=== phys_reg_free_list ===
phys_reg_free_list, cell placement:
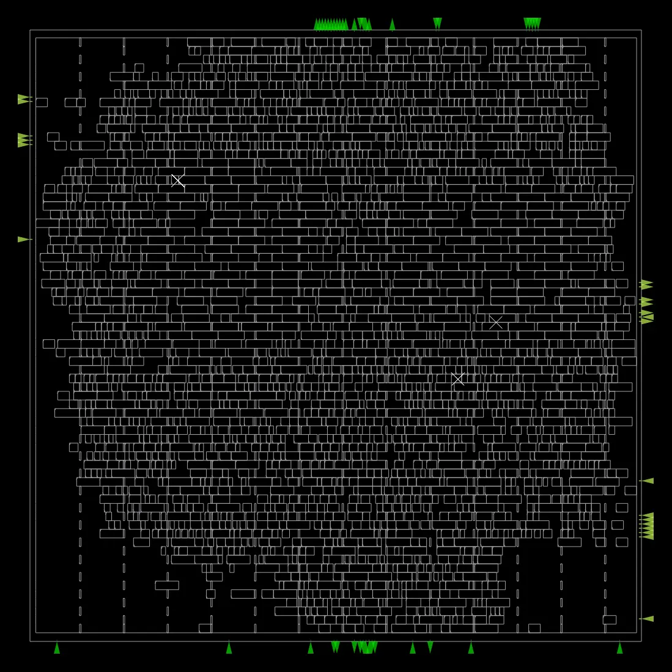

**src/rtl/phys_reg_free_list_pkg.sv**
```systemverilog
// Shared sizing, tag type and port-bundle structs for the physical register free list.
package phys_reg_free_list_pkg;

  localparam int NUM_PREGS = 64;
  localparam int NUM_AREGS = 32;
  localparam int FL_DEPTH  = NUM_PREGS - NUM_AREGS;
  localparam int FL_WIDTH  = 3;
  localparam int PREG_W    = 7;
  localparam int IDX_W     = $clog2(FL_DEPTH);
  localparam int PTR_W     = IDX_W + 1;
  localparam int CNT_W     = $clog2(FL_WIDTH + 1);

  typedef logic [PREG_W-1:0] preg_t;
  typedef logic [PTR_W-1:0]  fl_ptr_t;
  typedef logic [FL_WIDTH-1:0][CNT_W-1:0] lane_off_t;

  typedef struct packed {
    logic [FL_WIDTH-1:0] req;
  } flAllocReqStruct;

  typedef struct packed {
    logic                grant;
    preg_t [FL_WIDTH-1:0] preg;
  } flAllocRespStruct;

  typedef struct packed {
    logic [FL_WIDTH-1:0]  valid;
    preg_t [FL_WIDTH-1:0] preg;
  } flFreeStruct;

endpackage

```
**src/rtl/phys_reg_free_list_lane_compactor.sv**
```systemverilog
// Turns a lane mask into per-lane slot offsets (prefix count of lower active lanes) and a total.
module phys_reg_free_list_lane_compactor
  import phys_reg_free_list_pkg::*;
(
  input  logic [FL_WIDTH-1:0] mask,
  output lane_off_t           offset,
  output logic [CNT_W-1:0]    count
);

  logic [CNT_W-1:0] running;

  always_comb begin
    running = '0;
    offset  = '0;
    for (int i = 0; i < FL_WIDTH; i++) begin
      offset[i] = running;
      running   = running + CNT_W'(mask[i]);
    end
    count = running;
  end

endmodule

```
**src/rtl/phys_reg_free_list.sv**
```systemverilog
// Circular free list of physical register tags with a speculative and a committed head,
// so a flush can return every uncommitted allocation in a single cycle.
module phys_reg_free_list
  import phys_reg_free_list_pkg::*;
(
  input  logic                 clk,
  input  logic                 reset,
  input  logic [FL_WIDTH-1:0]  alloc_req,
  output logic                 alloc_grant,
  output preg_t [FL_WIDTH-1:0] alloc_preg,
  input  logic [FL_WIDTH-1:0]  free_valid,
  input  preg_t [FL_WIDTH-1:0] free_preg,
  input  logic [1:0]           commit_alloc_cnt,
  input  logic                 flush,
  output logic [PTR_W-1:0]     free_count,
  output logic                 empty
);

  preg_t               fifo_q [FL_DEPTH];
  preg_t               fifo_d [FL_DEPTH];
  fl_ptr_t             spec_head_q, spec_head_d;
  fl_ptr_t             arch_head_q, arch_head_d;
  fl_ptr_t             tail_q, tail_d;
  fl_ptr_t             rd_ptr [FL_WIDTH];
  fl_ptr_t             wr_ptr [FL_WIDTH];
  logic [FL_WIDTH-1:0] free_keep;
  lane_off_t           alloc_off, free_off;
  logic [CNT_W-1:0]    alloc_n, free_n;
  logic                granted_zero;

  phys_reg_free_list_lane_compactor u_alloc_compact (
    .mask   (alloc_req),
    .offset (alloc_off),
    .count  (alloc_n)
  );

  phys_reg_free_list_lane_compactor u_free_compact (
    .mask   (free_keep),
    .offset (free_off),
    .count  (free_n)
  );

  assign free_count = tail_q - spec_head_q;
  assign empty      = (free_count == '0);

  // Grant only from registered occupancy; tags freed this cycle are not visible yet.
  always_comb begin
    alloc_grant  = (alloc_n != '0) && (free_count >= fl_ptr_t'(alloc_n)) && !flush;
    granted_zero = 1'b0;
    for (int i = 0; i < FL_WIDTH; i++) begin
      rd_ptr[i]     = spec_head_q + fl_ptr_t'(alloc_off[i]);
      alloc_preg[i] = alloc_req[i] ? fifo_q[rd_ptr[i][IDX_W-1:0]] : '0;
      if (alloc_grant && alloc_req[i] && (alloc_preg[i] == '0)) granted_zero = 1'b1;
    end
  end

  always_comb begin
    fifo_d = fifo_q;
    for (int i = 0; i < FL_WIDTH; i++) begin
      free_keep[i] = free_valid[i] && (free_preg[i] != '0);
    end
    for (int i = 0; i < FL_WIDTH; i++) begin
      wr_ptr[i] = tail_q + fl_ptr_t'(free_off[i]);
      if (free_keep[i]) fifo_d[wr_ptr[i][IDX_W-1:0]] = free_preg[i];
    end
    tail_d      = tail_q + fl_ptr_t'(free_n);
    arch_head_d = arch_head_q + fl_ptr_t'(commit_alloc_cnt);
    // Flush rewinds to the committed head including this cycle's retirements.
    if (flush)            spec_head_d = arch_head_d;
    else if (alloc_grant) spec_head_d = spec_head_q + fl_ptr_t'(alloc_n);
    else                  spec_head_d = spec_head_q;
  end

  always_ff @(posedge clk) begin
    if (reset) begin
      for (int i = 0; i < FL_DEPTH; i++) fifo_q[i] <= preg_t'(NUM_AREGS + i);
      spec_head_q <= '0;
      arch_head_q <= '0;
      tail_q      <= fl_ptr_t'(FL_DEPTH);
    end else begin
      fifo_q      <= fifo_d;
      spec_head_q <= spec_head_d;
      arch_head_q <= arch_head_d;
      tail_q      <= tail_d;
    end
  end

  a_free_capacity: assert property (@(posedge clk) disable iff (reset)
    (7'(free_count) + 7'(free_n)) <= 7'(FL_DEPTH));

  a_arch_behind_spec: assert property (@(posedge clk) disable iff (reset)
    fl_ptr_t'(spec_head_q - arch_head_q) <= fl_ptr_t'(FL_DEPTH));

  a_grant_nonzero: assert property (@(posedge clk) disable iff (reset) !granted_zero);

endmodule

```
**config.mk**
```make
export PLATFORM = sky130hd
export DESIGN_NAME = phys_reg_free_list
export DESIGN_NICKNAME = d
export VERILOG_FILES = /design/src/rtl/phys_reg_free_list_pkg.sv /design/src/rtl/phys_reg_free_list_lane_compactor.sv /design/src/rtl/phys_reg_free_list.sv
export SDC_FILE = /design/constraint.sdc
export NUM_CORES = 1
export LEC_CHECK = 0
export CORE_MARGIN = 1.5
export CORE_UTILIZATION = 55
export CTS_BUF_LIST = sky130_fd_sc_hd__clkbuf_4 sky130_fd_sc_hd__clkbuf_8
export DETAILED_ROUTE_END_ITERATION = 7
export GPL_ROUTABILITY_DRIVEN = 0
export PLACE_DENSITY = 0.74
export REMOVE_ABC_BUFFERS = 1
export SLEW_MARGIN = 20
export SYNTH_ARGS = -nofsm -noshare
export SYNTH_HDL_FRONTEND = slang
export SYNTH_SLANG_ARGS = --single-unit
```
**constraint.sdc**
```tcl
create_clock -name clk -period 4.2 [get_ports clk]
set_input_delay 0.63 -clock clk [delete_from_list [all_inputs] [get_ports clk]]
set_output_delay 0.63 -clock clk [all_outputs]
set_load 0.05 [all_outputs]
```
=== key_debouncer ===
### config.mk
export PLATFORM = sky130hd
export DESIGN_NAME = key_debouncer
export DESIGN_NICKNAME = d
export VERILOG_FILES = /design/src/rtl/tow_pkg.sv /design/src/rtl/sync_ff.sv /design/src/rtl/key_debouncer.sv
export SDC_FILE = /design/constraint.sdc
export NUM_CORES = 1
export LEC_CHECK = 0
export CAP_MARGIN = 20
export CORE_AREA = 2 2 39 41
export CTS_CLUSTER_SIZE = 8
export DETAILED_ROUTE_END_ITERATION = 12
export DIE_AREA = 0 0 41 43
export PLACE_DENSITY_LB_ADDON = 0.12
export SLEW_MARGIN = 20
export SYNTH_ARGS = -nofsm -noshare
export SYNTH_HDL_FRONTEND = slang
export SYNTH_SLANG_ARGS = --single-unit
### constraint.sdc
create_clock -name clk -period 1.32 [get_ports clk]
set_input_delay 0.33 -clock clk [delete_from_list [all_inputs] [get_ports clk]]
set_output_delay 0.33 -clock clk [all_outputs]
set_load 0.02 [all_outputs]
### src/rtl/tow_pkg.sv
// Shared types and constants for the tug-of-war pin-conditioning blocks.
package tow_pkg;

   // Debouncer qualification states.
   typedef enum logic [1:0] {
      RELEASED     = 2'd0,
      PRESS_WAIT   = 2'd1,
      PRESSED      = 2'd2,
      RELEASE_WAIT = 2'd3
   } debounce_state_t;

   // 20 ms stability window at 50 MHz; used for STABLE_CYCLES on the board build.
   localparam int unsigned DEBOUNCE_CYCLES_HW = 1_000_000;

endpackage : tow_pkg

### src/rtl/sync_ff.sv
// N-stage single-bit synchronizer for asynchronous board pins.
// Synchronous active-low reset loads every stage with RESET_VAL so the
// output restarts from a known level.
module sync_ff #(
   parameter int unsigned N         = 2,
   parameter logic        RESET_VAL = 1'b0
) (
   input  logic i_clk,
   input  logic i_reset_n,
   input  logic i_d,
   output logic o_q
);

   logic [N-1:0] r_stages;

   // Shift the raw pin through N flops; the last stage is the safe copy.
   always_ff @(posedge i_clk) begin
      if (!i_reset_n) begin
         r_stages <= {N{RESET_VAL}};
      end else begin
         r_stages <= {r_stages[N-2:0], i_d};
      end
   end

   assign o_q = r_stages[N-1];

endmodule : sync_ff

### src/rtl/key_debouncer.sv
// Debounces one player key into a clean "pressed" level.
//
//  state        | meaning
//  -------------+-----------------------------------------------------
//  RELEASED     | key considered up, waiting for a pushed sample
//  PRESS_WAIT   | pushed level seen, counting stable pushed samples
//  PRESSED      | key considered down, waiting for a released sample
//  RELEASE_WAIT | released level seen, counting stable released samples
//
// pressed/busy are registered and decoded from the state being entered,
// so they change on the same edge as the state itself.
module key_debouncer
   import tow_pkg::*;
#(
   parameter int unsigned STABLE_CYCLES = 4,
   parameter int unsigned SYNC_STAGES   = 2,
   parameter bit          ACTIVE_LOW_IN = 1'b1
) (
   input  logic clk,
   input  logic reset,
   input  logic key_raw,
   output logic pressed,
   output logic busy
);

   localparam int unsigned CNT_W = $clog2(STABLE_CYCLES + 1);
   // cnt+1 == STABLE_CYCLES is the same as cnt == STABLE_CYCLES-1; the
   // latter avoids a carry out of the counter width.
   localparam logic [CNT_W-1:0] CNT_LAST = CNT_W'(STABLE_CYCLES - 1);
   localparam logic [CNT_W-1:0] CNT_ONE  = CNT_W'(1);
   localparam logic [CNT_W-1:0] CNT_ZERO = '0;

   logic            w_key_pushed;
   logic            w_key_sync;
   debounce_state_t r_state;
   logic [CNT_W-1:0] r_cnt;
   logic            r_pressed;
   logic            r_busy;

   // Normalise polarity so downstream logic always sees 1 = pushed.
   assign w_key_pushed = ACTIVE_LOW_IN ? ~key_raw : key_raw;

   // Synchronizer resets to 0, the released level in pushed polarity.
   sync_ff #(
      .N         (SYNC_STAGES),
      .RESET_VAL (1'b0)
   ) u_sync (
      .i_clk     (clk),
      .i_reset_n (reset),
      .i_d       (w_key_pushed),
      .o_q       (w_key_sync)
   );

   // Qualification FSM with stability counter and registered outputs.
   always_ff @(posedge clk) begin
      if (!reset) begin
         r_state   <= RELEASED;
         r_cnt     <= CNT_ZERO;
         r_pressed <= 1'b0;
         r_busy    <= 1'b0;
      end else begin
         unique case (r_state)
            RELEASED: begin
               if (w_key_sync) begin
                  r_state   <= PRESS_WAIT;
                  r_cnt     <= CNT_ONE;
                  r_pressed <= 1'b0;
                  r_busy    <= 1'b1;
               end else begin
                  r_state   <= RELEASED;
                  r_cnt     <= CNT_ZERO;
                  r_pressed <= 1'b0;
                  r_busy    <= 1'b0;
               end
            end

            PRESS_WAIT: begin
               if (!w_key_sync) begin
                  // Bounce: drop all progress.
                  r_state   <= RELEASED;
                  r_cnt     <= CNT_ZERO;
                  r_pressed <= 1'b0;
                  r_busy    <= 1'b0;
               end else if (r_cnt == CNT_LAST) begin
                  r_state   <= PRESSED;
                  r_cnt     <= CNT_ZERO;
                  r_pressed <= 1'b1;
                  r_busy    <= 1'b0;
               end else begin
                  r_state   <= PRESS_WAIT;
                  r_cnt     <= r_cnt + CNT_ONE;
                  r_pressed <= 1'b0;
                  r_busy    <= 1'b1;
               end
            end

            PRESSED: begin
               if (!w_key_sync) begin
                  r_state   <= RELEASE_WAIT;
                  r_cnt     <= CNT_ONE;
                  r_pressed <= 1'b1;
                  r_busy    <= 1'b1;
               end else begin
                  r_state   <= PRESSED;
                  r_cnt     <= CNT_ZERO;
                  r_pressed <= 1'b1;
                  r_busy    <= 1'b0;
               end
            end

            RELEASE_WAIT: begin
               if (w_key_sync) begin
                  r_state   <= PRESSED;
                  r_cnt     <= CNT_ZERO;
                  r_pressed <= 1'b1;
                  r_busy    <= 1'b0;
               end else if (r_cnt == CNT_LAST) begin
                  r_state   <= RELEASED;
                  r_cnt     <= CNT_ZERO;
                  r_pressed <= 1'b0;
                  r_busy    <= 1'b0;
               end else begin
                  r_state   <= RELEASE_WAIT;
                  r_cnt     <= r_cnt + CNT_ONE;
                  r_pressed <= 1'b1;
                  r_busy    <= 1'b1;
               end
            end

            default: begin
               r_state   <= RELEASED;
               r_cnt     <= CNT_ZERO;
               r_pressed <= 1'b0;
               r_busy    <= 1'b0;
            end
         endcase
      end
   end

   assign pressed = r_pressed;
   assign busy    = r_busy;

endmodule : key_debouncer
=== alu_sequencer ===
$ cat config.mk
export PLATFORM = sky130hd
export DESIGN_NAME = alu_sequencer
export DESIGN_NICKNAME = d
export VERILOG_FILES = /design/src/rtl/alu_sequencer.sv
export SDC_FILE = /design/constraint.sdc
export NUM_CORES = 1
export LEC_CHECK = 0
export CAP_MARGIN = 15
export CORE_UTILIZATION = 53
export CTS_CLUSTER_DIAMETER = 60
export DETAILED_ROUTE_END_ITERATION = 6
export GPL_TIMING_DRIVEN = 0
export PLACE_DENSITY = 0.8
export SYNTH_ARGS = -nofsm -noshare
export SYNTH_HDL_FRONTEND = slang
export SYNTH_SLANG_ARGS = --single-unit
$ cat constraint.sdc
create_clock -name iCLK -period 2.48 [get_ports iCLK]
set_input_delay 0.372 -clock iCLK [delete_from_list [all_inputs] [get_ports iCLK]]
set_output_delay 0.372 -clock iCLK [all_outputs]
set_load 0.02 [all_outputs]
$ cat src/rtl/alu_sequencer.sv
// Command sequencer for the 4-bit ALU: queues {INST, A, B} words, drives the
// ALU operands, waits a fixed settle time and hands the result back in order.
module alu_sequencer #(
    parameter int DEPTH    = 4,
    parameter int WAIT_CYC = 1
) (
    input  logic        iCLK,
    input  logic        iRST,
    input  logic        iCMD_VALID,
    input  logic [11:0] iCMD,
    output logic        oCMD_READY,
    output logic [3:0]  oA,
    output logic [3:0]  oB,
    output logic [3:0]  oINST,
    input  logic [7:0]  iRESULT,
    output logic        oRES_VALID,
    output logic [7:0]  oRES,
    output logic [3:0]  oRES_INST,
    input  logic        iRES_READY,
    output logic        oBUSY,
    output logic [7:0]  oCNT
);

    localparam int PW = (DEPTH > 1) ? $clog2(DEPTH) : 1;
    localparam int CW = $clog2(DEPTH + 1);
    localparam int WW = $clog2(WAIT_CYC + 1);

    typedef enum logic [1:0] {
        stIdle,
        stWait,
        stHold
    } seqState;

    seqState       state;
    logic [WW-1:0] waitCnt;

    logic [11:0]   fifoMem [DEPTH];
    logic [PW-1:0] wrPtr;
    logic [PW-1:0] rdPtr;
    logic [CW-1:0] fillCount;
    logic          fifoFull;
    logic          fifoEmpty;
    logic          push;
    logic          pop;
    logic          resAccept;
    logic [11:0]   headCmd;

    assign fifoFull   = (fillCount == CW'(DEPTH));
    assign fifoEmpty  = (fillCount == '0);
    assign oCMD_READY = !iRST && !fifoFull;
    assign push       = iCMD_VALID && oCMD_READY;
    assign resAccept  = oRES_VALID && iRES_READY;
    assign headCmd    = fifoMem[rdPtr];

    // The head leaves the queue when the FSM is free to issue it: from IDLE, or
    // straight out of HOLD on the same edge the current result is taken.
    assign pop = !fifoEmpty && ((state == stIdle) || ((state == stHold) && resAccept));

    assign oBUSY = !fifoEmpty || (state != stIdle);

    always_ff @(posedge iCLK) begin
        if (push) begin
            fifoMem[wrPtr] <= iCMD;
        end
    end

    // Pointers wrap naturally because DEPTH is a power of two; the separate
    // occupancy count keeps full/empty unambiguous.
    always_ff @(posedge iCLK or posedge iRST) begin
        if (iRST) begin
            wrPtr     <= '0;
            rdPtr     <= '0;
            fillCount <= '0;
        end else begin
            if (push) begin
                wrPtr <= wrPtr + PW'(1);
            end
            if (pop) begin
                rdPtr <= rdPtr + PW'(1);
            end
            case ({push, pop})
                2'b10:   fillCount <= fillCount + CW'(1);
                2'b01:   fillCount <= fillCount - CW'(1);
                default: fillCount <= fillCount;
            endcase
        end
    end

    always_ff @(posedge iCLK or posedge iRST) begin
        if (iRST) begin
            state      <= stIdle;
            waitCnt    <= '0;
            oA         <= '0;
            oB         <= '0;
            oINST      <= '0;
            oRES       <= '0;
            oRES_INST  <= '0;
            oRES_VALID <= 1'b0;
            oCNT       <= '0;
        end else begin
            case (state)
                stIdle: begin
                    if (pop) begin
                        {oINST, oA, oB} <= headCmd;
                        waitCnt         <= WW'(WAIT_CYC);
                        state           <= stWait;
                    end
                end
                stWait: begin
                    // The final count is the edge where the ALU output is trusted.
                    if (waitCnt == WW'(1)) begin
                        waitCnt    <= '0;
                        oRES       <= iRESULT;
                        oRES_INST  <= oINST;
                        oRES_VALID <= 1'b1;
                        state      <= stHold;
                    end else begin
                        waitCnt <= waitCnt - WW'(1);
                    end
                end
                stHold: begin
                    if (resAccept) begin
                        oRES_VALID <= 1'b0;
                        oCNT       <= oCNT + 8'd1;
                        if (pop) begin
                            {oINST, oA, oB} <= headCmd;
                            waitCnt         <= WW'(WAIT_CYC);
                            state           <= stWait;
                        end else begin
                            state <= stIdle;
                        end
                    end
                end
                default: begin
                    state <= stIdle;
                end
            endcase
        end
    end

endmodule

=== mul_iter_unit ===
### src/rtl/mul_iter_unit.sv
// mul_iter_unit
// Multi-cycle radix-2 shift-add multiply / multiply-accumulate unit for the EX stage.
// Operands are reduced to magnitudes, multiplied one multiplier bit per cycle, then the
// sign is restored and, optionally, the product is added to an accumulator with signed
// saturation. The upstream pipeline is stalled while the unit iterates.
//
// Ports:
//   clk        clock, rising edge
//   res        synchronous active-high reset
//   start      request, sampled only in IDLE
//   signed_op  1 = two's complement operands, 0 = unsigned
//   acc_en     1 = add product to acc_in with signed saturation
//   op_a       multiplicand
//   op_b       multiplier
//   acc_in     accumulator value
//   busy       high in CALC and FIX
//   stall      busy, or a start request seen in IDLE
//   done       one-cycle pulse, product/sat valid
//   product    2*WIDTH result, held until the next completion
//   sat        saturation flag for the held product
module mul_iter_unit #(
   parameter int unsigned WIDTH = 32
) (
   input  logic                 clk,
   input  logic                 res,
   input  logic                 start,
   input  logic                 signed_op,
   input  logic                 acc_en,
   input  logic [WIDTH-1:0]     op_a,
   input  logic [WIDTH-1:0]     op_b,
   input  logic [2*WIDTH-1:0]   acc_in,
   output logic                 busy,
   output logic                 stall,
   output logic                 done,
   output logic [2*WIDTH-1:0]   product,
   output logic                 sat
);

   localparam int unsigned PW   = 2 * WIDTH;
   localparam int unsigned CntW = $clog2(WIDTH);

   typedef enum logic [1:0] {StIdle, StCalc, StFix, StDone} state_e;

   state_e            state_q, state_d;
   logic [WIDTH-1:0]  mcand_q, mcand_d;
   logic [WIDTH-1:0]  mplier_q, mplier_d;
   logic [PW-1:0]     partial_q, partial_d;
   logic [CntW-1:0]   count_q, count_d;
   logic              neg_q, neg_d;
   logic              acc_en_q, acc_en_d;
   logic [PW-1:0]     acc_q, acc_d;
   logic [PW-1:0]     product_q, product_d;
   logic              sat_q, sat_d;

   // Datapath helpers
   logic [WIDTH-1:0]  mag_a, mag_b;
   logic [WIDTH:0]    add_sum;
   logic [PW-1:0]     fix_p, sum_s;
   logic              pos_ovf, neg_ovf;

   // The magnitude of the most negative value fits exactly as an unsigned WIDTH-bit number.
   assign mag_a = (signed_op && op_a[WIDTH-1]) ? (~op_a + 1'b1) : op_a;
   assign mag_b = (signed_op && op_b[WIDTH-1]) ? (~op_b + 1'b1) : op_b;

   // Carry out of the upper-half add is kept as bit WIDTH and shifted back in.
   assign add_sum = {1'b0, partial_q[PW-1:WIDTH]} + (mplier_q[0] ? {1'b0, mcand_q} : '0);

   assign fix_p   = neg_q ? (~partial_q + 1'b1) : partial_q;
   assign sum_s   = acc_q + fix_p;
   // Overflow only when both addends share a sign that the sum does not.
   assign pos_ovf = ~acc_q[PW-1] & ~fix_p[PW-1] &  sum_s[PW-1];
   assign neg_ovf =  acc_q[PW-1] &  fix_p[PW-1] & ~sum_s[PW-1];

   always_comb begin
      state_d   = state_q;
      mcand_d   = mcand_q;
      mplier_d  = mplier_q;
      partial_d = partial_q;
      count_d   = count_q;
      neg_d     = neg_q;
      acc_en_d  = acc_en_q;
      acc_d     = acc_q;
      product_d = product_q;
      sat_d     = sat_q;

      unique case (state_q)
         StIdle: begin
            if (start) begin
               mcand_d   = mag_a;
               mplier_d  = mag_b;
               neg_d     = signed_op & (op_a[WIDTH-1] ^ op_b[WIDTH-1]);
               acc_en_d  = acc_en;
               acc_d     = acc_in;
               partial_d = '0;
               count_d   = '0;
               state_d   = StCalc;
            end
         end
         StCalc: begin
            partial_d = {add_sum, partial_q[WIDTH-1:1]};
            mplier_d  = mplier_q >> 1;
            count_d   = count_q + 1'b1;
            if (count_q == CntW'(WIDTH - 1)) begin
               state_d = StFix;
            end
         end
         StFix: begin
            if (!acc_en_q) begin
               product_d = fix_p;
               sat_d     = 1'b0;
            end else if (pos_ovf) begin
               product_d = {1'b0, {(PW-1){1'b1}}};
               sat_d     = 1'b1;
            end else if (neg_ovf) begin
               product_d = {1'b1, {(PW-1){1'b0}}};
               sat_d     = 1'b1;
            end else begin
               product_d = sum_s;
               sat_d     = 1'b0;
            end
            state_d = StDone;
         end
         StDone: begin
            state_d = StIdle;
         end
         default: begin
            state_d = StIdle;
         end
      endcase
   end

   always_ff @(posedge clk) begin
      if (res) begin
         state_q   <= StIdle;
         mcand_q   <= '0;
         mplier_q  <= '0;
         partial_q <= '0;
         count_q   <= '0;
         neg_q     <= 1'b0;
         acc_en_q  <= 1'b0;
         acc_q     <= '0;
         product_q <= '0;
         sat_q     <= 1'b0;
      end else begin
         state_q   <= state_d;
         mcand_q   <= mcand_d;
         mplier_q  <= mplier_d;
         partial_q <= partial_d;
         count_q   <= count_d;
         neg_q     <= neg_d;
         acc_en_q  <= acc_en_d;
         acc_q     <= acc_d;
         product_q <= product_d;
         sat_q     <= sat_d;
      end
   end

   assign busy    = (state_q == StCalc) || (state_q == StFix);
   assign stall   = busy | (start & (state_q == StIdle));
   assign done    = (state_q == StDone);
   assign product = product_q;
   assign sat     = sat_q;

endmodule

### config.mk
export PLATFORM = sky130hd
export DESIGN_NAME = mul_iter_unit
export DESIGN_NICKNAME = d
export VERILOG_FILES = /design/src/rtl/mul_iter_unit.sv
export SDC_FILE = /design/constraint.sdc
export NUM_CORES = 1
export LEC_CHECK = 0
export CORE_MARGIN = 10
export CORE_UTILIZATION = 55
export CTS_BUF_LIST = sky130_fd_sc_hd__clkbuf_4 sky130_fd_sc_hd__clkbuf_8
export DETAILED_ROUTE_END_ITERATION = 10
export PLACE_DENSITY_LB_ADDON = 0.3
export SLEW_MARGIN = 20
export SYNTH_ARGS = -nofsm -noshare
export SYNTH_HDL_FRONTEND = slang
export SYNTH_SLANG_ARGS = --single-unit
### constraint.sdc
create_clock -name clk -period 8.3 [get_ports clk]
set_clock_uncertainty 0.15 [all_clocks]
set_input_delay 2.49 -clock clk [delete_from_list [all_inputs] [get_ports clk]]
set_output_delay 2.49 -clock clk [all_outputs]
set_load 0.02 [all_outputs]
mul_iter_unit, cells by drive strength:
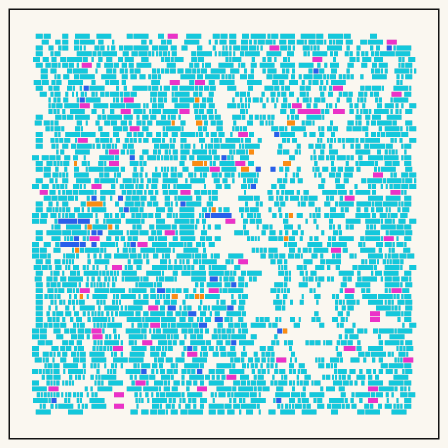
cyan -> drive 1 or less  # cells 2410
blue -> drive 3 to 4  # cells 40
magenta -> drive 6 and up  # cells 61
orange -> drive 2  # cells 22
layout-stage area growth over the synthesis result: 17.2%
final non-filler cell area: 21200 um^2
Non-clk bufs: 214
setup ws final: 1.05 ns

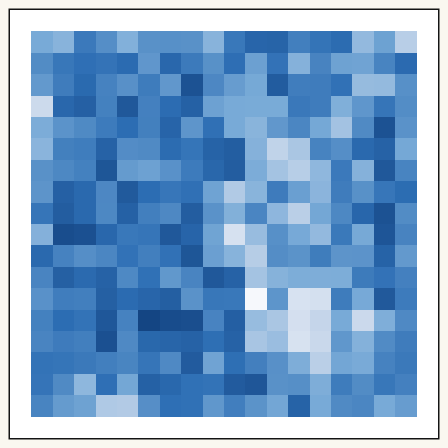
mul_iter_unit: local utilization
The die is cut into 20 by 20 equal tiles; white is low, dark blue is high, 0 to 100% covered.
nearly empty tiles = 19%
emptiest ninth of the die = bottom right
fullest tile = 92%

==> notes.md, mul_iter_unit <==
### Synth
* 29.4% — Dominant cell area share
* dfxtp_1, a21oi_1, ha_1 — top post-synthesis cells by area
* 7.68% — adder and majority gate portion of the synthesized area
* 0.276% — post-synthesis mux area share

### Final layout
* 0 — ant diodes
* 9.94% — Non-clock buffer share
* 5330 um^2 — FF+latch area
* 65.2% — core occupancy in the finished layout

### Worst setup path
* partial_q[2] — reg-to-reg startpoint
* 0 — number of buffer and inverter stages on the critical path
* 20 — cell count of the worst reg-to-reg path
* partial_q[2] — launching instance or port of the critical path
* 8.62 ns — worst endpoint required time
* 0.75 ns — Crit path largest cell delay

### Global route
* 0 — total congestion overflow
* 88300 um — wire length of the first global-routing pass

### Clock tree
* 0.05 ns — clock input transition at the sequential cells of the worst setup and hold paths
* 0 — setup fix buffers added after clock tree synthesis

### Min path
* 2 — hold depth

### Route
* 1484 — DRT iter0 DRCs
* 24000 um — met2 layer wire length in the routed design
* 17.8k — DR vias
* 56200 um — Routed Wire Length
* 18.9 um — Routed wire per std cell
* 6.00 — routed via count divided by cell count
* 0 — ANT nets after route

### Floorplanning
* 201 um — horizontal extent of the die
* 66 — FP Rows
* 201 — Boundary Pins

### Power
* 1.80 mW — power attributed to combinational cells
* 35.6% — Flop pwr share
* 4.79 mW — total chip power
* 2.89 mW — internal power
* 37.6% — fraction of power consumed by combinational cells

### Placed design
* 41800 um — detailed placer's ending HPWL

### Job
* 0 — number of violations of the max-capacitance limit

### Final timing
* false — unrepaired setup endpoints after global routing
* 0 — number of pins with negative max-slew slack in the final report

### Status
* complete, no violations — result of the run

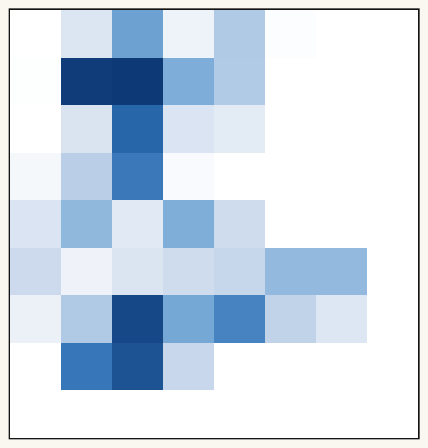
key_debouncer: local utilization
The die is cut into 8 by 9 equal tiles; white is low, dark blue is high, 0 to 100% covered.
tiles over 75% full = 6.9%
fullest tile = 96%
mean over tiles = 20%
densest ninth of the die = top left
initial standard-cell utilization of the core: 20.3%
core occupancy in the finished layout: 26.4%
area inside the core boundary: 1380 um^2

==> notes.md, key_debouncer <==
### Final layout
* r_cnt (3), u_sync.r_stages (2) — largest registers
* r_cnt — register name with the most flops
* registers — cell class with the largest area share
* 160 um^2 — FF+latch area
* 43.8% — sequential share of cell area
* 8 — number of flip-flops and latches
* dfxtp_1 — dominant logic cell type in the layout
* 3 — number of flip-flops in the largest register
* 106 um^2 — MI comb area

### Route
* 0 — DRC
* 5 — DRT iter0 DRCs
* 2 — detailed-routing iteration count for the pre-antenna-repair pass

### Synth
* dfxtp_1 — dominant register cell
* 0 — number of enable-type register cells in the synthesized netlist
* 25 — instance count of the mapped netlist
* 56.9% — sequential area share after synthesis
* 17.8% — Basic Gates by Area

### Floorplanning
* 16 — number of well taps
* 41 um — horizontal extent of the die

### Global route
* 0 — initial antenna violation count

### Min path
* u_sync.r_stages[1] — Hold EP

### Worst setup path
* 3 — cell count of the worst reg-to-reg path
* 0.33 ns — Crit path largest cell delay
* busy — capture point of the critical path

### Final timing
* 0 — final count of negative-setup-slack endpoints
* 0.000500 ns — maximum clock skew at final layout
* 91.9% — period utilization
* 0 — number of pins with negative max-slew slack in the final report
* 0.441 ns — Min Hold Slack

### Clock tree
* 0 — number of hold-repair buffers added at the cts stage
* clkbuf_4 — root buffer selected by CTS

### Status
* complete, no violations — result of the run

### Power
* 0.301 mV — worst IR drop on VDD
* 39.6% — clock share of power
* 0.178 mW — clock network power

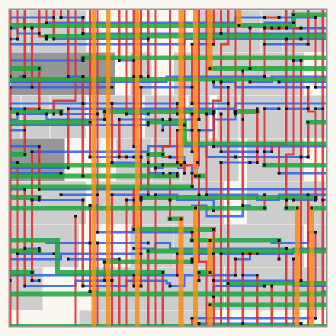
phys_reg_free_list: layout detail
Region (135, 135) to (155, 155) um. Cells in grey, sequential cells in the stronger grey; small squares are vias.
green -> met3
orange -> met4
red -> met2
blue -> met1
cells with their middle in the window = 29
sequential cells in the window = 1
most frequent = mux4_2 (9), nor2_1 (6), mux2i_1 (5)
netlist names of flops here include = fifo_q (1)

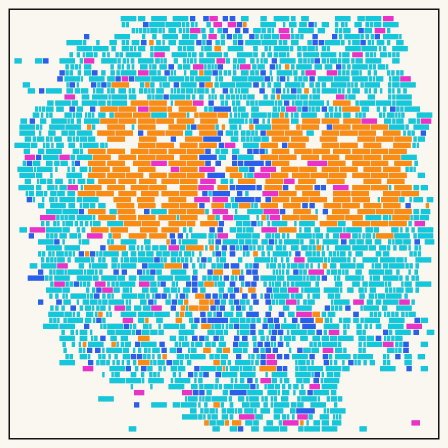
phys_reg_free_list: cells by drive strength
blue -> drive 3 to 4  # cells 280
magenta -> drive 6 and up  # cells 86
orange -> drive 2  # cells 278
cyan -> drive 1 or less  # cells 1684

## Picture notes: 'cell placement' of phys_reg_free_list
area inside the core boundary: 35600 um^2
FILL cells: 2739

==> notes.md, phys_reg_free_list <==
### Status
* finished with violations — result of the run
* design-rule violations, negative setup slack — failing checks

### Route
* 7.53 — routed via count divided by cell count
* 7 — DRC
* 21.0k — DR vias

### Global route
* 97 — pin count of the biggest net entering global routing

### Final timing
* 2 — final count of negative-setup-slack endpoints
* -0.407 ns — setup ws final

### Synth
* 0.927% — xor/xnor cell area share of the yosys netlist
* 19800 um^2 — chip area line of the yosys report

### Worst setup path
* reg2out — worst setup path class
* 2 — number of buffer and inverter stages on the critical path

### Power
* 4.09 mW — net switching component of the power

### Final layout
* 2360 — total number of nets in the final design
* 20.7% — sequential share of cell area

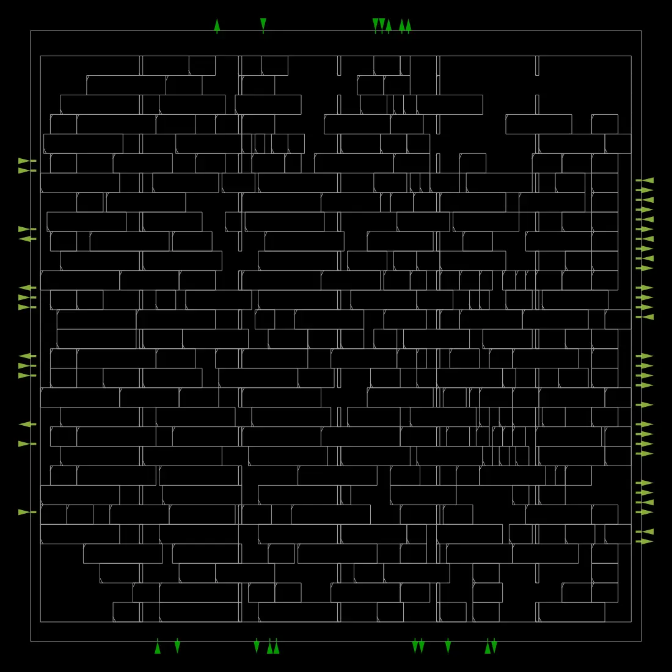
alu_sequencer: cell placement
number of well taps: 77
FP Rows: 29
Cell Count, Final, Fillers Out: 350
FILL cells: 432

==> notes.md, alu_sequencer <==
### Status
* complete, no violations — result of the run

### Final timing
* 0.270 ns — setup ws final
* 0.00751 ns — maximum clock skew at final layout

### Clock tree
* 0 — count of instances resized after the clock tree is built
* 9 — TritonCTS Buffers
* 91 — TritonCTS Sinks
* 0.36 ns — clock latency at the later pin of the worst-skew pair
* 0 — setup fix buffers added after clock tree synthesis

### Route
* 5700 um — Routed Wire Length
* 2480 um — Met1 Wirelength
* 1878 — DR vias
* 0 — ANT nets after route
* 5.37 — routed via count divided by cell count

### Placed design
* -0.317 ns — DP Worst Slack
* 4340 um^2 — total placed instance area

### Job
* 29 — number of warnings in the stage logs
* 0 — number of violations of the max-capacitance limit

### Synth
* 228 — net count after synthesis
* 68.7% — sequential area share after synthesis
* 197 — number of cell instances after yosys synthesis
* edfxtp_1 — dominant register cell
* 3.11% — xor/xnor cell area share of the yosys netlist
* edfxtp_1, dfrtp_1, mux2_2 — list of most frequent post-synthesis cells
* edfxtp_1 — dominant cell by count in the synthesized netlist
* 39.3% — Dominant cell area share
* 0 — synthesis warning total

### Final layout
* 24.5% — share of cells above drive strength 1
* 91 — number of flip-flops and latches
* 55.0% — sequential share of cell area
* registers — cell class with the largest area share

### Power
* 0.791 mV — worst IR drop on VDD
* 1.84 mW — net switching component of the power
* 41.1% — fraction of power consumed by combinational cells
* 1260 nW/um^2 — Pwr Density
* 2.29 mW — power consumed by sequential cells

### Worst setup path
* fillCount[2] — Critical R2R Capture
* fillCount[0] — reg-to-reg startpoint
* nor2_1 — most frequent cell on the critical path
* 0.46 ns — Crit path largest cell delay
* flop — crit path capture type
* 2.77 ns — worst endpoint required time

### Global route
* 0 — initial antenna violation count
* 1951 — via count of the first global-routing pass
* 0 — total congestion overflow

### Min path
* oCNT[7] — start point of the worst min-delay path

### Floorplanning
* 56.4% — initial standard-cell utilization of the core
* 85.1 um — horizontal extent of the die
* 85.1 um — floorplan die height


=== fp_div_seq ===
fp_div_seq, cell placement:
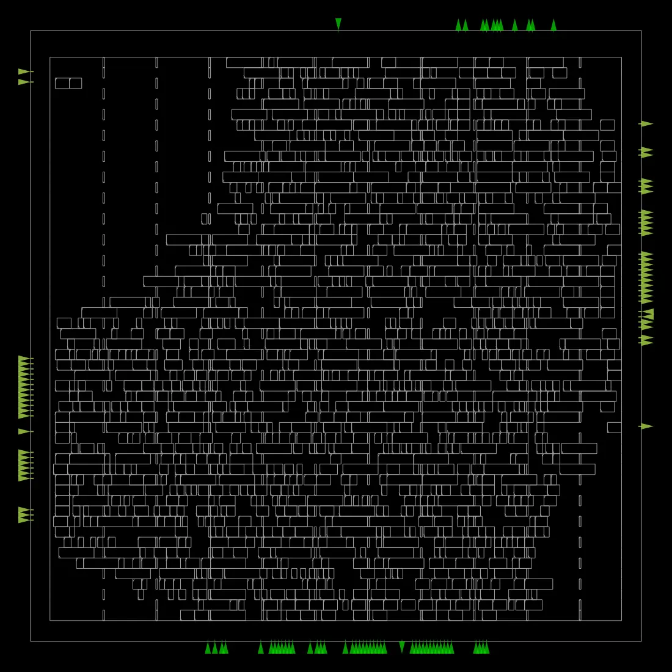

`config.mk`:
```
export PLATFORM = sky130hd
export DESIGN_NAME = fp_div_seq
export DESIGN_NICKNAME = d
export VERILOG_FILES = /design/src/rtl/fp_pkg.sv /design/src/rtl/fp_round_unit.sv /design/src/rtl/fp_div_seq.sv
export SDC_FILE = /design/constraint.sdc
export NUM_CORES = 1
export LEC_CHECK = 0
export CORE_MARGIN = 5
export CORE_UTILIZATION = 45
export DETAILED_ROUTE_END_ITERATION = 12
export PLACE_DENSITY = 0.68
export SYNTH_ARGS = -nofsm -noshare
export SYNTH_HDL_FRONTEND = slang
export SYNTH_SLANG_ARGS = --single-unit
```
`constraint.sdc`:
```
create_clock -name clk -period 8 [get_ports clk]
set_input_delay 0.8 -clock clk [delete_from_list [all_inputs] [get_ports clk]]
set_output_delay 0.8 -clock clk [all_outputs]
set_load 0.005 [all_outputs]
```
`src/rtl/fp_pkg.sv`:
```
// fp_pkg: shared FP32 field layout, rounding-mode codes and divider FSM states.
package fp_pkg;
    localparam int EXP_W  = 8;
    localparam int FRAC_W = 23;
    localparam int BIAS   = 127;
    localparam logic [EXP_W-1:0] EXP_INF = 8'hFF;
    localparam logic [30:0] MAX_FIN = 31'h7F7FFFFF;
    localparam logic [2:0] RM_RNE = 3'b000;
    localparam logic [2:0] RM_RTZ = 3'b001;
    localparam logic [2:0] RM_RDN = 3'b010;
    localparam logic [2:0] RM_RUP = 3'b011;
    localparam logic [2:0] RM_RMM = 3'b100;
    typedef enum logic [2:0] {S_IDLE, S_DIV, S_NORM, S_ROUND, S_DONE} state_t;
endpackage

```
`src/rtl/fp_round_unit.sv`:
```
// fp_round_unit: rounds a normalised {sign, frac, G, S, E} to FP32 with overflow/flush handling.
module fp_round_unit
    import fp_pkg::*;
(
    input  logic                  sign_i,
    input  logic [FRAC_W-1:0]     frac_i,
    input  logic                  g_i,
    input  logic                  s_i,
    input  logic signed [9:0]     exp_i,
    input  logic [2:0]            r_mode_i,
    output logic [31:0]           fp_z_o,
    output logic                  ovrf_o,
    output logic                  udrf_o
);
    logic inc, carry, to_inf;
    logic [FRAC_W-1:0] frac_r;
    logic signed [9:0] e_r;
    always_comb begin
        inc = (r_mode_i == RM_RTZ) ? 1'b0 :
              (r_mode_i == RM_RDN) ? sign_i & (g_i | s_i) :
              (r_mode_i == RM_RUP) ? !sign_i & (g_i | s_i) :
              (r_mode_i == RM_RMM) ? g_i : g_i & (s_i | frac_i[0]);
        // a carry out of the all-ones fraction leaves frac 0 with the exponent bumped
        {carry, frac_r} = {1'b0, frac_i} + 24'(inc);
        e_r = exp_i + 10'(carry);
        ovrf_o = e_r >= 10'sd255;
        udrf_o = e_r <= 10'sd0;
        to_inf = (r_mode_i == RM_RTZ) ? 1'b0 :
                 (r_mode_i == RM_RDN) ? sign_i :
                 (r_mode_i == RM_RUP) ? !sign_i : 1'b1;
        fp_z_o = ovrf_o ? {sign_i, to_inf ? {EXP_INF, 23'd0} : MAX_FIN} :
                 udrf_o ? {sign_i, 31'd0} : {sign_i, e_r[EXP_W-1:0], frac_r};
    end
endmodule

```
`src/rtl/fp_div_seq.sv`:
```
// fp_div_seq: sequential FP32 divider, restoring division retiring QBITS quotient bits per cycle.
module fp_div_seq
    import fp_pkg::*;
#(
    parameter int          QBITS = 1,
    parameter logic [31:0] QNAN  = 32'h7FC00000
) (
    input  logic        clk,
    input  logic        rst,
    input  logic        start,
    input  logic [31:0] fp_X,
    input  logic [31:0] fp_Y,
    input  logic [2:0]  r_mode,
    output logic        busy,
    output logic        done,
    output logic [31:0] fp_Z,
    output logic        ovrf,
    output logic        udrf,
    output logic        nv,
    output logic        dz
);
    localparam int ITERS = 26 / QBITS;
    state_t st_q;
    logic [EXP_W-1:0] ex, ey;
    logic x_zero, x_inf, x_nan, y_zero, y_inf, y_nan, sgn, special, spec_nv, spec_dz;
    logic [31:0] spec_z, r_z;
    logic sign_q, g_q, s_q, r_ovrf, r_udrf;
    logic [2:0] rm_q;
    logic [4:0] cnt_q;
    logic signed [9:0] e_q;
    logic [23:0] my_q;
    logic [25:0] rem_q, rem_d, quo_q, quo_d;
    logic [FRAC_W-1:0] frac_q;
    assign ex = fp_X[FRAC_W+:EXP_W];
    assign ey = fp_Y[FRAC_W+:EXP_W];
    assign x_zero = ex == '0;
    assign y_zero = ey == '0;
    assign x_inf = ex == EXP_INF && fp_X[FRAC_W-1:0] == '0;
    assign y_inf = ey == EXP_INF && fp_Y[FRAC_W-1:0] == '0;
    assign x_nan = ex == EXP_INF && fp_X[FRAC_W-1:0] != '0;
    assign y_nan = ey == EXP_INF && fp_Y[FRAC_W-1:0] != '0;
    assign sgn = fp_X[31] ^ fp_Y[31];
    assign special = x_zero | x_inf | x_nan | y_zero | y_inf | y_nan;
    assign spec_nv = !x_nan && !y_nan && ((x_zero && y_zero) || (x_inf && y_inf));
    assign spec_dz = y_zero && !x_zero && !x_inf && !x_nan;
    assign spec_z = (x_nan || y_nan || spec_nv) ? QNAN :
                    (x_inf || y_zero) ? {sgn, EXP_INF, 23'd0} : {sgn, 31'd0};
    always_comb begin
        rem_d = rem_q;
        quo_d = quo_q;
        for (int k = 0; k < QBITS; k++) begin
            quo_d = {quo_d[24:0], rem_d >= {2'b0, my_q}};
            rem_d = (quo_d[0] ? rem_d - {2'b0, my_q} : rem_d) << 1;
        end
    end
    fp_round_unit u_round (
        .sign_i(sign_q), .frac_i(frac_q), .g_i(g_q), .s_i(s_q), .exp_i(e_q),
        .r_mode_i(rm_q), .fp_z_o(r_z), .ovrf_o(r_ovrf), .udrf_o(r_udrf)
    );
    always_ff @(posedge clk or posedge rst) begin
        if (rst) begin
            st_q <= S_IDLE;
            {busy, done, fp_Z, ovrf, udrf, nv, dz} <= '0;
            {sign_q, g_q, s_q, rm_q, cnt_q, e_q, my_q, rem_q, quo_q, frac_q} <= '0;
        end else begin
            done <= 1'b0;
            case (st_q)
                S_IDLE: if (start) begin
                    busy <= 1'b1;
                    sign_q <= sgn;
                    rm_q <= r_mode;
                    {ovrf, udrf} <= 2'b00;
                    nv <= special & spec_nv;
                    dz <= special & spec_dz;
                    if (special) fp_Z <= spec_z;
                    e_q <= {2'b0, ex} - {2'b0, ey} + 10'(BIAS);
                    my_q <= {1'b1, fp_Y[FRAC_W-1:0]};
                    rem_q <= {3'b001, fp_X[FRAC_W-1:0]};
                    quo_q <= '0;
                    cnt_q <= '0;
                    st_q <= special ? S_DONE : S_DIV;
                end
                S_DIV: begin
                    rem_q <= rem_d;
                    quo_q <= quo_d;
                    cnt_q <= cnt_q + 5'd1;
                    if (cnt_q == 5'(ITERS - 1)) st_q <= S_NORM;
                end
                S_NORM: begin
                    // quotient in [2^24, 2^26): keep 24 significant bits, fold the rest into G/S
                    frac_q <= quo_q[25] ? quo_q[24:2] : quo_q[23:1];
                    g_q <= quo_q[25] ? quo_q[1] : quo_q[0];
                    s_q <= (quo_q[25] & quo_q[0]) | (|rem_q);
                    e_q <= quo_q[25] ? e_q : e_q - 10'sd1;
                    st_q <= S_ROUND;
                end
                S_ROUND: begin
                    fp_Z <= r_z;
                    ovrf <= r_ovrf;
                    udrf <= r_udrf;
                    st_q <= S_DONE;
                end
                S_DONE: begin
                    done <= 1'b1;
                    busy <= 1'b0;
                    st_q <= S_IDLE;
                end
                default: st_q <= S_IDLE;
            endcase
        end
    end
endmodule

```
=== systolic_seq ===
`config.mk`:
```
export PLATFORM = sky130hd
export DESIGN_NAME = systolic_seq
export DESIGN_NICKNAME = d
export VERILOG_FILES = /design/src/rtl/systolic_seq_pkg.sv /design/src/rtl/systolic_seq_skew_mask.sv /design/src/rtl/systolic_seq.sv
export SDC_FILE = /design/constraint.sdc
export NUM_CORES = 1
export LEC_CHECK = 0
export CAP_MARGIN = 20
export CORE_MARGIN = 4
export CORE_UTILIZATION = 45
export CTS_BUF_LIST = sky130_fd_sc_hd__clkbuf_16
export CTS_CLUSTER_DIAMETER = 60
export DETAILED_ROUTE_END_ITERATION = 16
export PLACE_DENSITY_LB_ADDON = 0.15
export SYNTH_ARGS = -nofsm -noshare
export SYNTH_HDL_FRONTEND = slang
export SYNTH_SLANG_ARGS = --single-unit
```
`constraint.sdc`:
```
create_clock -name clk -period 2.99 [get_ports clk]
set_clock_uncertainty 0.05 [all_clocks]
set_input_delay 0.7475 -clock clk [delete_from_list [all_inputs] [get_ports clk]]
set_output_delay 0.7475 -clock clk [all_outputs]
set_load 0.01 [all_outputs]
```
`src/rtl/systolic_seq_pkg.sv`:
```
// Shared types and helpers for the systolic array sequencing controller.
package tpu_pkg;

    typedef enum logic [2:0] {
        ST_IDLE  = 3'd0,
        ST_CLEAR = 3'd1,
        ST_FEED  = 3'd2,
        ST_READ  = 3'd3,
        ST_DONE  = 3'd4
    } state_e;

    // Cycles needed for the last skewed operand to reach the far corner cell.
    function automatic int feed_len(input int dim);
        return 3 * dim - 2;
    endfunction

endpackage

```
`src/rtl/systolic_seq_skew_mask.sv`:
```
// Skewed inject-valid mask: lane k is live while k <= cnt < k+DIM.
module skew_mask #(
    parameter int DIM  = 8,
    parameter int CNTW = $clog2(3 * DIM)
) (
    input  logic [CNTW-1:0] cnt,
    input  logic            active,
    output logic [DIM-1:0]  mask
);

    logic [31:0] cnt_ext;

    assign cnt_ext = 32'(cnt);

    // NOTE: every always_comb output gets a default first so no latch is inferred.
    always_comb begin
        mask = '0;
        for (int k = 0; k < DIM; k++) begin
            if (active && (cnt_ext >= 32'(k)) && (cnt_ext < 32'(k + DIM))) begin
                mask[k] = 1'b1;
            end
        end
    end

endmodule

```
`src/rtl/systolic_seq.sv`:
```
// Sequencing controller for a DIM x DIM systolic MAC array: clear, skewed feed, row readout, done.
module systolic_seq
    import tpu_pkg::*;
#(
    parameter int DIM  = 8,
    parameter int CNTW = $clog2(3 * DIM),
    parameter int ROWW = (DIM > 2) ? $clog2(DIM) : 1
) (
    input  logic            clk,
    input  logic            rst_n,
    input  logic            start,
    input  logic            clr_acc,
    input  logic            stall,
    output logic            busy,
    output logic            done,
    output logic            mac_en,
    output logic            mac_WrEn,
    output logic [CNTW-1:0] feed_cnt,
    output logic [DIM-1:0]  a_valid,
    output logic [DIM-1:0]  b_valid,
    output logic [ROWW-1:0] c_rd_row,
    output logic            c_rd_valid
);

    localparam int              FEED_LEN  = feed_len(DIM);
    localparam logic [CNTW-1:0] FEED_LAST = CNTW'(FEED_LEN - 1);
    localparam logic [ROWW-1:0] ROW_LAST  = ROWW'(DIM - 1);

    state_e          state_q, state_d;
    logic [CNTW-1:0] feed_cnt_q, feed_cnt_d;
    logic [ROWW-1:0] row_q, row_d;
    logic            stall_q, stall_d;
    logic            feed_live;

    always_comb begin
        state_d    = state_q;
        feed_cnt_d = feed_cnt_q;
        row_d      = row_q;
        // Stall is only meaningful in FEED/READ; it is registered so outputs never see it directly.
        stall_d    = stall && ((state_q == ST_FEED) || (state_q == ST_READ));

        case (state_q)
            ST_IDLE: begin
                if (start) begin
                    state_d    = clr_acc ? ST_CLEAR : ST_FEED;
                    feed_cnt_d = '0;
                    row_d      = '0;
                end
            end
            ST_CLEAR: state_d = ST_FEED;
            ST_FEED: begin
                if (!stall) begin
                    if (feed_cnt_q == FEED_LAST) begin
                        state_d    = ST_READ;
                        feed_cnt_d = '0;
                        row_d      = '0;
                    end else begin
                        feed_cnt_d = feed_cnt_q + CNTW'(1);
                    end
                end
            end
            ST_READ: begin
                if (!stall) begin
                    if (row_q == ROW_LAST) begin
                        state_d = ST_DONE;
                        row_d   = '0;
                    end else begin
                        row_d = row_q + ROWW'(1);
                    end
                end
            end
            ST_DONE: state_d = ST_IDLE;
            default: state_d = ST_IDLE;
        endcase
    end

    // NOTE: sequential state uses non-blocking assignments so every flop samples pre-edge values.
    always_ff @(posedge clk) begin
        if (!rst_n) begin
            state_q    <= ST_IDLE;
            feed_cnt_q <= '0;
            row_q      <= '0;
            stall_q    <= 1'b0;
        end else begin
            state_q    <= state_d;
            feed_cnt_q <= feed_cnt_d;
            row_q      <= row_d;
            stall_q    <= stall_d;
        end
    end

    assign feed_live  = (state_q == ST_FEED) && !stall_q;
    assign busy       = (state_q != ST_IDLE);
    assign done       = (state_q == ST_DONE);
    assign mac_en     = (state_q == ST_CLEAR) || feed_live;
    assign mac_WrEn   = (state_q == ST_CLEAR);
    assign feed_cnt   = feed_cnt_q;
    assign c_rd_row   = row_q;
    assign c_rd_valid = (state_q == ST_READ) && !stall_q;

    skew_mask #(.DIM(DIM), .CNTW(CNTW)) u_a_mask (
        .cnt    (feed_cnt_q),
        .active (feed_live),
        .mask   (a_valid)
    );

    skew_mask #(.DIM(DIM), .CNTW(CNTW)) u_b_mask (
        .cnt    (feed_cnt_q),
        .active (feed_live),
        .mask   (b_valid)
    );

endmodule

```

## Gallery

Cells by drive strength.
panel A
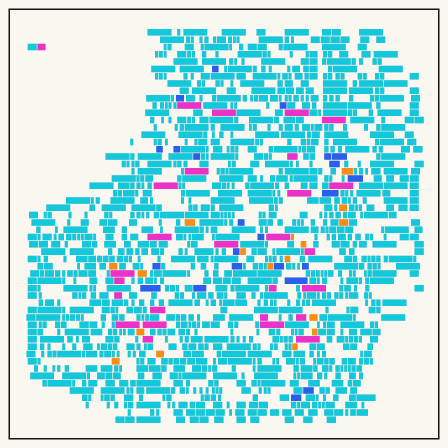
panel B
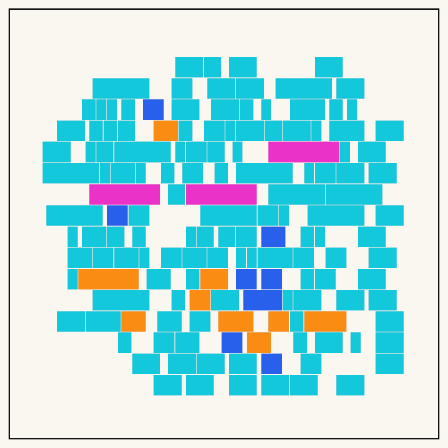
| from | picture |
|---|---|
| fp_div_seq | panel A |
| systolic_seq | panel B |
Of these, most cells: panel A

Key to panel B:
cyan -> drive 1 or less  # cells 128
orange -> drive 2  # cells 9
blue -> drive 3 to 4  # cells 8
magenta -> drive 6 and up  # cells 3

systolic_seq, layout detail:
Region (31, 31) to (51, 51) um. Cells in grey, sequential cells in the stronger grey; small squares are vias.
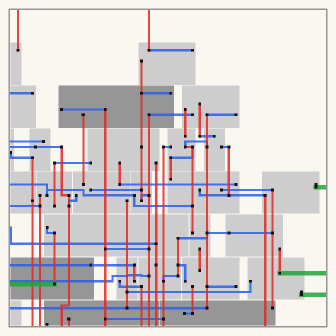
red -> met2
blue -> met1
green -> met3
cells with their middle in the window = 22
sequential cells in the window = 4
netlist names of flops here include = c_rd_row (2)
most frequent = dfxtp_1 (4), clkdlybuf4s50_1 (4)

==> notes.md, systolic_seq <==
### Floorplanning
* 3020 um^2 — chip area
* 49.1% — initial standard-cell utilization of the core
* 16 — FP Rows

### Power
* 0.390 mW — net switching component of the power
* 0.236 mW — clock network power
* 55.8% — fraction of power consumed by combinational cells
* 0.675 mV — worst IR drop on VDD

### Synth
* dfxtp_1 — cell type with the highest aggregate area in the netlist
* dfxtp_1, buf_4, ha_1 — top post-synthesis cells by area
* 992 um^2 — area of the mapped netlist
* 24.2% — sequential area share after synthesis
* simple AND/OR/NAND/NOR gates — Top non-seq family
* 2.65% — xor/xnor cell area share of the yosys netlist
* dfxtp_1 — dominant cell by count in the synthesized netlist

### Final layout
* 17.7% — sequential share of cell area
* 159 — total number of nets in the final design
* 5 — number of flip-flops in the largest register
* 173 — FILL cells
* 39 — Non-clk bufs
* 4 — count of non-CTS inverters in the layout
* clkdlybuf4s50_1, nor2_1, dfxtp_1, nand2_1, buf_4 — dominant logic cell types in the final layout

### Status
* complete, no violations — result of the run

### Global route
* 18.1% — GRT Resource Usage Total
* 3950 um — wire length of the first global-routing pass

### Job
* 0 — number of violations of the max-capacitance limit

### Clock tree
* 0 — number of hold-repair buffers added at the cts stage
* 0 — count of instances resized after the clock tree is built
* clkbuf_16 — root buffer selected by CTS
* 3 — TritonCTS Buffers

### Worst setup path
* 2 — number of buffer and inverter stages on the critical path
* feed_cnt[2] — Critical R2R Capture
* inv_1 -> ha_1 -> or4_1 -> a21oi_1 -> a211oi_1 -> clkdlybuf4s50_1 — critical path cell sequence
* a_valid[1] — capture point of the critical path
* 5 — highest net fanout along the worst path
* 0.49 ns — Crit path largest cell delay

### Route
* 970 — DR vias
* 189 um — detailed-routed wire length on met3

### Placed design
* 171 — Cell Count Post-Placement

### Min path
* reg2reg — Hold/Removal Path Class
* 2 — hold depth

### Final timing
* 0 ns — Post-Route Setup TNS
* 0.131 ns — setup ws final

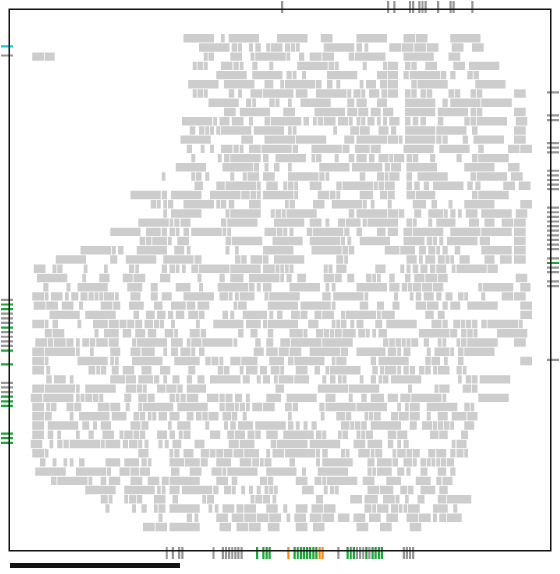
fp_div_seq: pin placement
The bar under the picture is 50 um long. Pins as bars across the die edge, other pins in grey.
green -> fp_Y  # pins 32, direction input, edge 20 bottom, 11 left, 1 right
orange -> r_mode  # pins 3, direction input, edge bottom
cyan -> clk  # pins 1, direction input, edge left
all pins by edge = 44 bottom, 28 right, 24 left, 12 top

Notes on 'cell placement' of fp_div_seq above:
FP Rows: 54
number of well taps: 280

==> notes.md, fp_div_seq <==
### Final layout
* 53.8% — core occupancy in the finished layout
* fp_Z — register name with the most flops
* 2062 — FILL cells
* 9.42% — Non-clock buffer share
* 5.34% — share of cells above drive strength 1
* 17 — clock buffer count
* 161 — number of flip-flops and latches
* combinational gates — cell class with the largest area share
* 112 — Non-clk bufs
* 1353 — total number of nets in the final design
* 4.85% — fraction of area in clock buffers and inverters
* 34.2% — sequential share of cell area
* nand2_1 — dominant logic cell type in the layout
* 17.4% — layout-stage area growth over the synthesis result

### Final timing
* 0.0124 ns — maximum clock skew at final layout
* 4.47 ns — final worst path period need
* 0.455 ns — Min Hold Slack
* 224 MHz — highest attainable clock frequency
* 55.9% — period utilization
* false — unrepaired setup endpoints after global routing

### Synth
* 4.50% — post-synthesis mux area share
* 5.39% — adder and majority gate portion of the synthesized area
* 100% — proportion of register bits with asynchronous set or reset after synthesis
* simple AND/OR/NAND/NOR gates — Top non-seq family
* dfrtp_1, nand2_1, o21ai_0 — top post-synthesis cells by area
* 10000 um^2 — chip area line of the yosys report
* dfrtp_1 — cell type with the highest aggregate area in the netlist
* 1170 — number of cell instances after yosys synthesis
* 0 — number of enable-type register cells in the synthesized netlist
* 1170 — instance count of the mapped netlist
* 0 — synthesis warning total

### Global route
* 0 — total congestion overflow
* 3.18% — met3 routing resource usage after global routing
* 41600 um — wire length of the first global-routing pass
* met2 — most used routing layer in global routing
* 104 — pin count of the biggest net entering global routing

### Power
* 0.792 mW — clock network power
* 4.96 nW — leak pwr
* 50.9% — fraction of power consumed by combinational cells

### Route
* 5.52 — routed via count divided by cell count
* 0 — DRC
* 0 — ANT nets after route
* 11400 um — met2 layer wire length in the routed design
* 764 um — detailed-routed wire length on met3
* 16.1 um — Routed wire per std cell
* 24700 um — Routed Wire Length

### Clock tree
* 0.43 ns — clock latency at the later pin of the worst-skew pair
* 17 — TritonCTS Buffers
* 161 — TritonCTS Sinks
* clkbuf_16 — root buffer selected by CTS
* 4 — number of H-tree branching levels
* 0 — setup fix buffers added after clock tree synthesis

### Min path
* my_q[23] — start point of the worst min-delay path

### Floorplanning
* 159 um — horizontal extent of the die
* 159 um — floorplan die height
* 45.8% — initial standard-cell utilization of the core
* 25400 um^2 — chip area

### Placed design
* 17900 um — detailed placer's ending HPWL

### Worst setup path
* rm_q[2] — launching instance or port of the critical path
* reg2reg — worst setup path class
* ha_1 — most frequent cell on the critical path
* fp_Z[14] — capture point of the critical path
* flop — crit start category
* simple AND/OR/NAND/NOR gates — CP top delay family
* 1 — number of buffer and inverter stages on the critical path
* flop — crit path capture type

### Status
* complete, no violations — result of the run



==> gallery <==
Local utilization.
image #1
The die is cut into 19 by 19 equal tiles; white is low, dark blue is high, 0 to 100% covered.
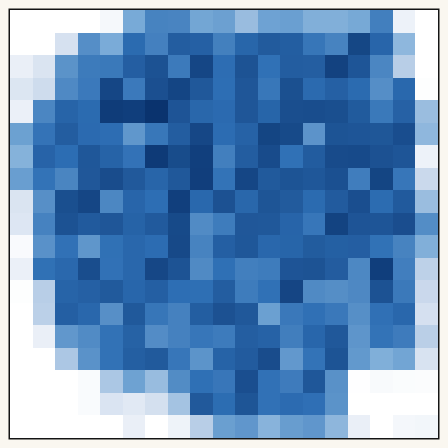
image #2
The die is cut into 16 by 16 equal tiles; white is low, dark blue is high, 0 to 100% covered.
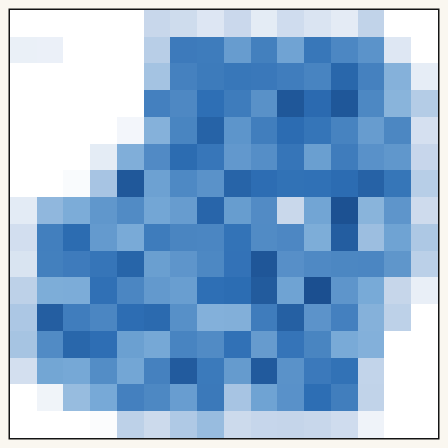
image #3
The die is cut into 11 by 11 equal tiles; white is low, dark blue is high, 0 to 100% covered.
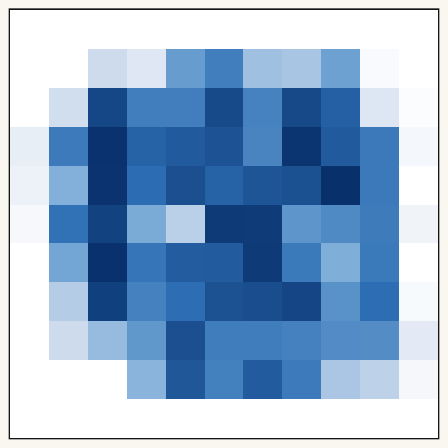
image #4
The die is cut into 9 by 9 equal tiles; white is low, dark blue is high, 0 to 100% covered.
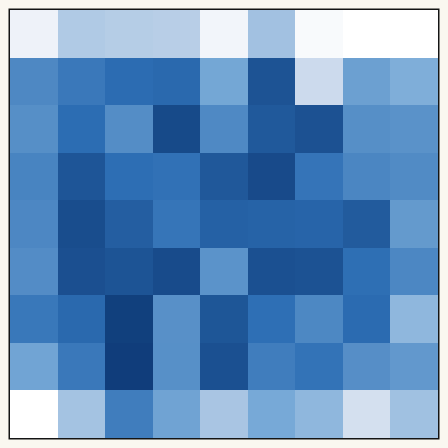
For systolic_seq, see image #3.
For fp_div_seq, see image #2.
For phys_reg_free_list, see image #1.
For alu_sequencer, see image #4.
The one with the lowest utilization is image #2.

Power and IR drop assume default switching activity.
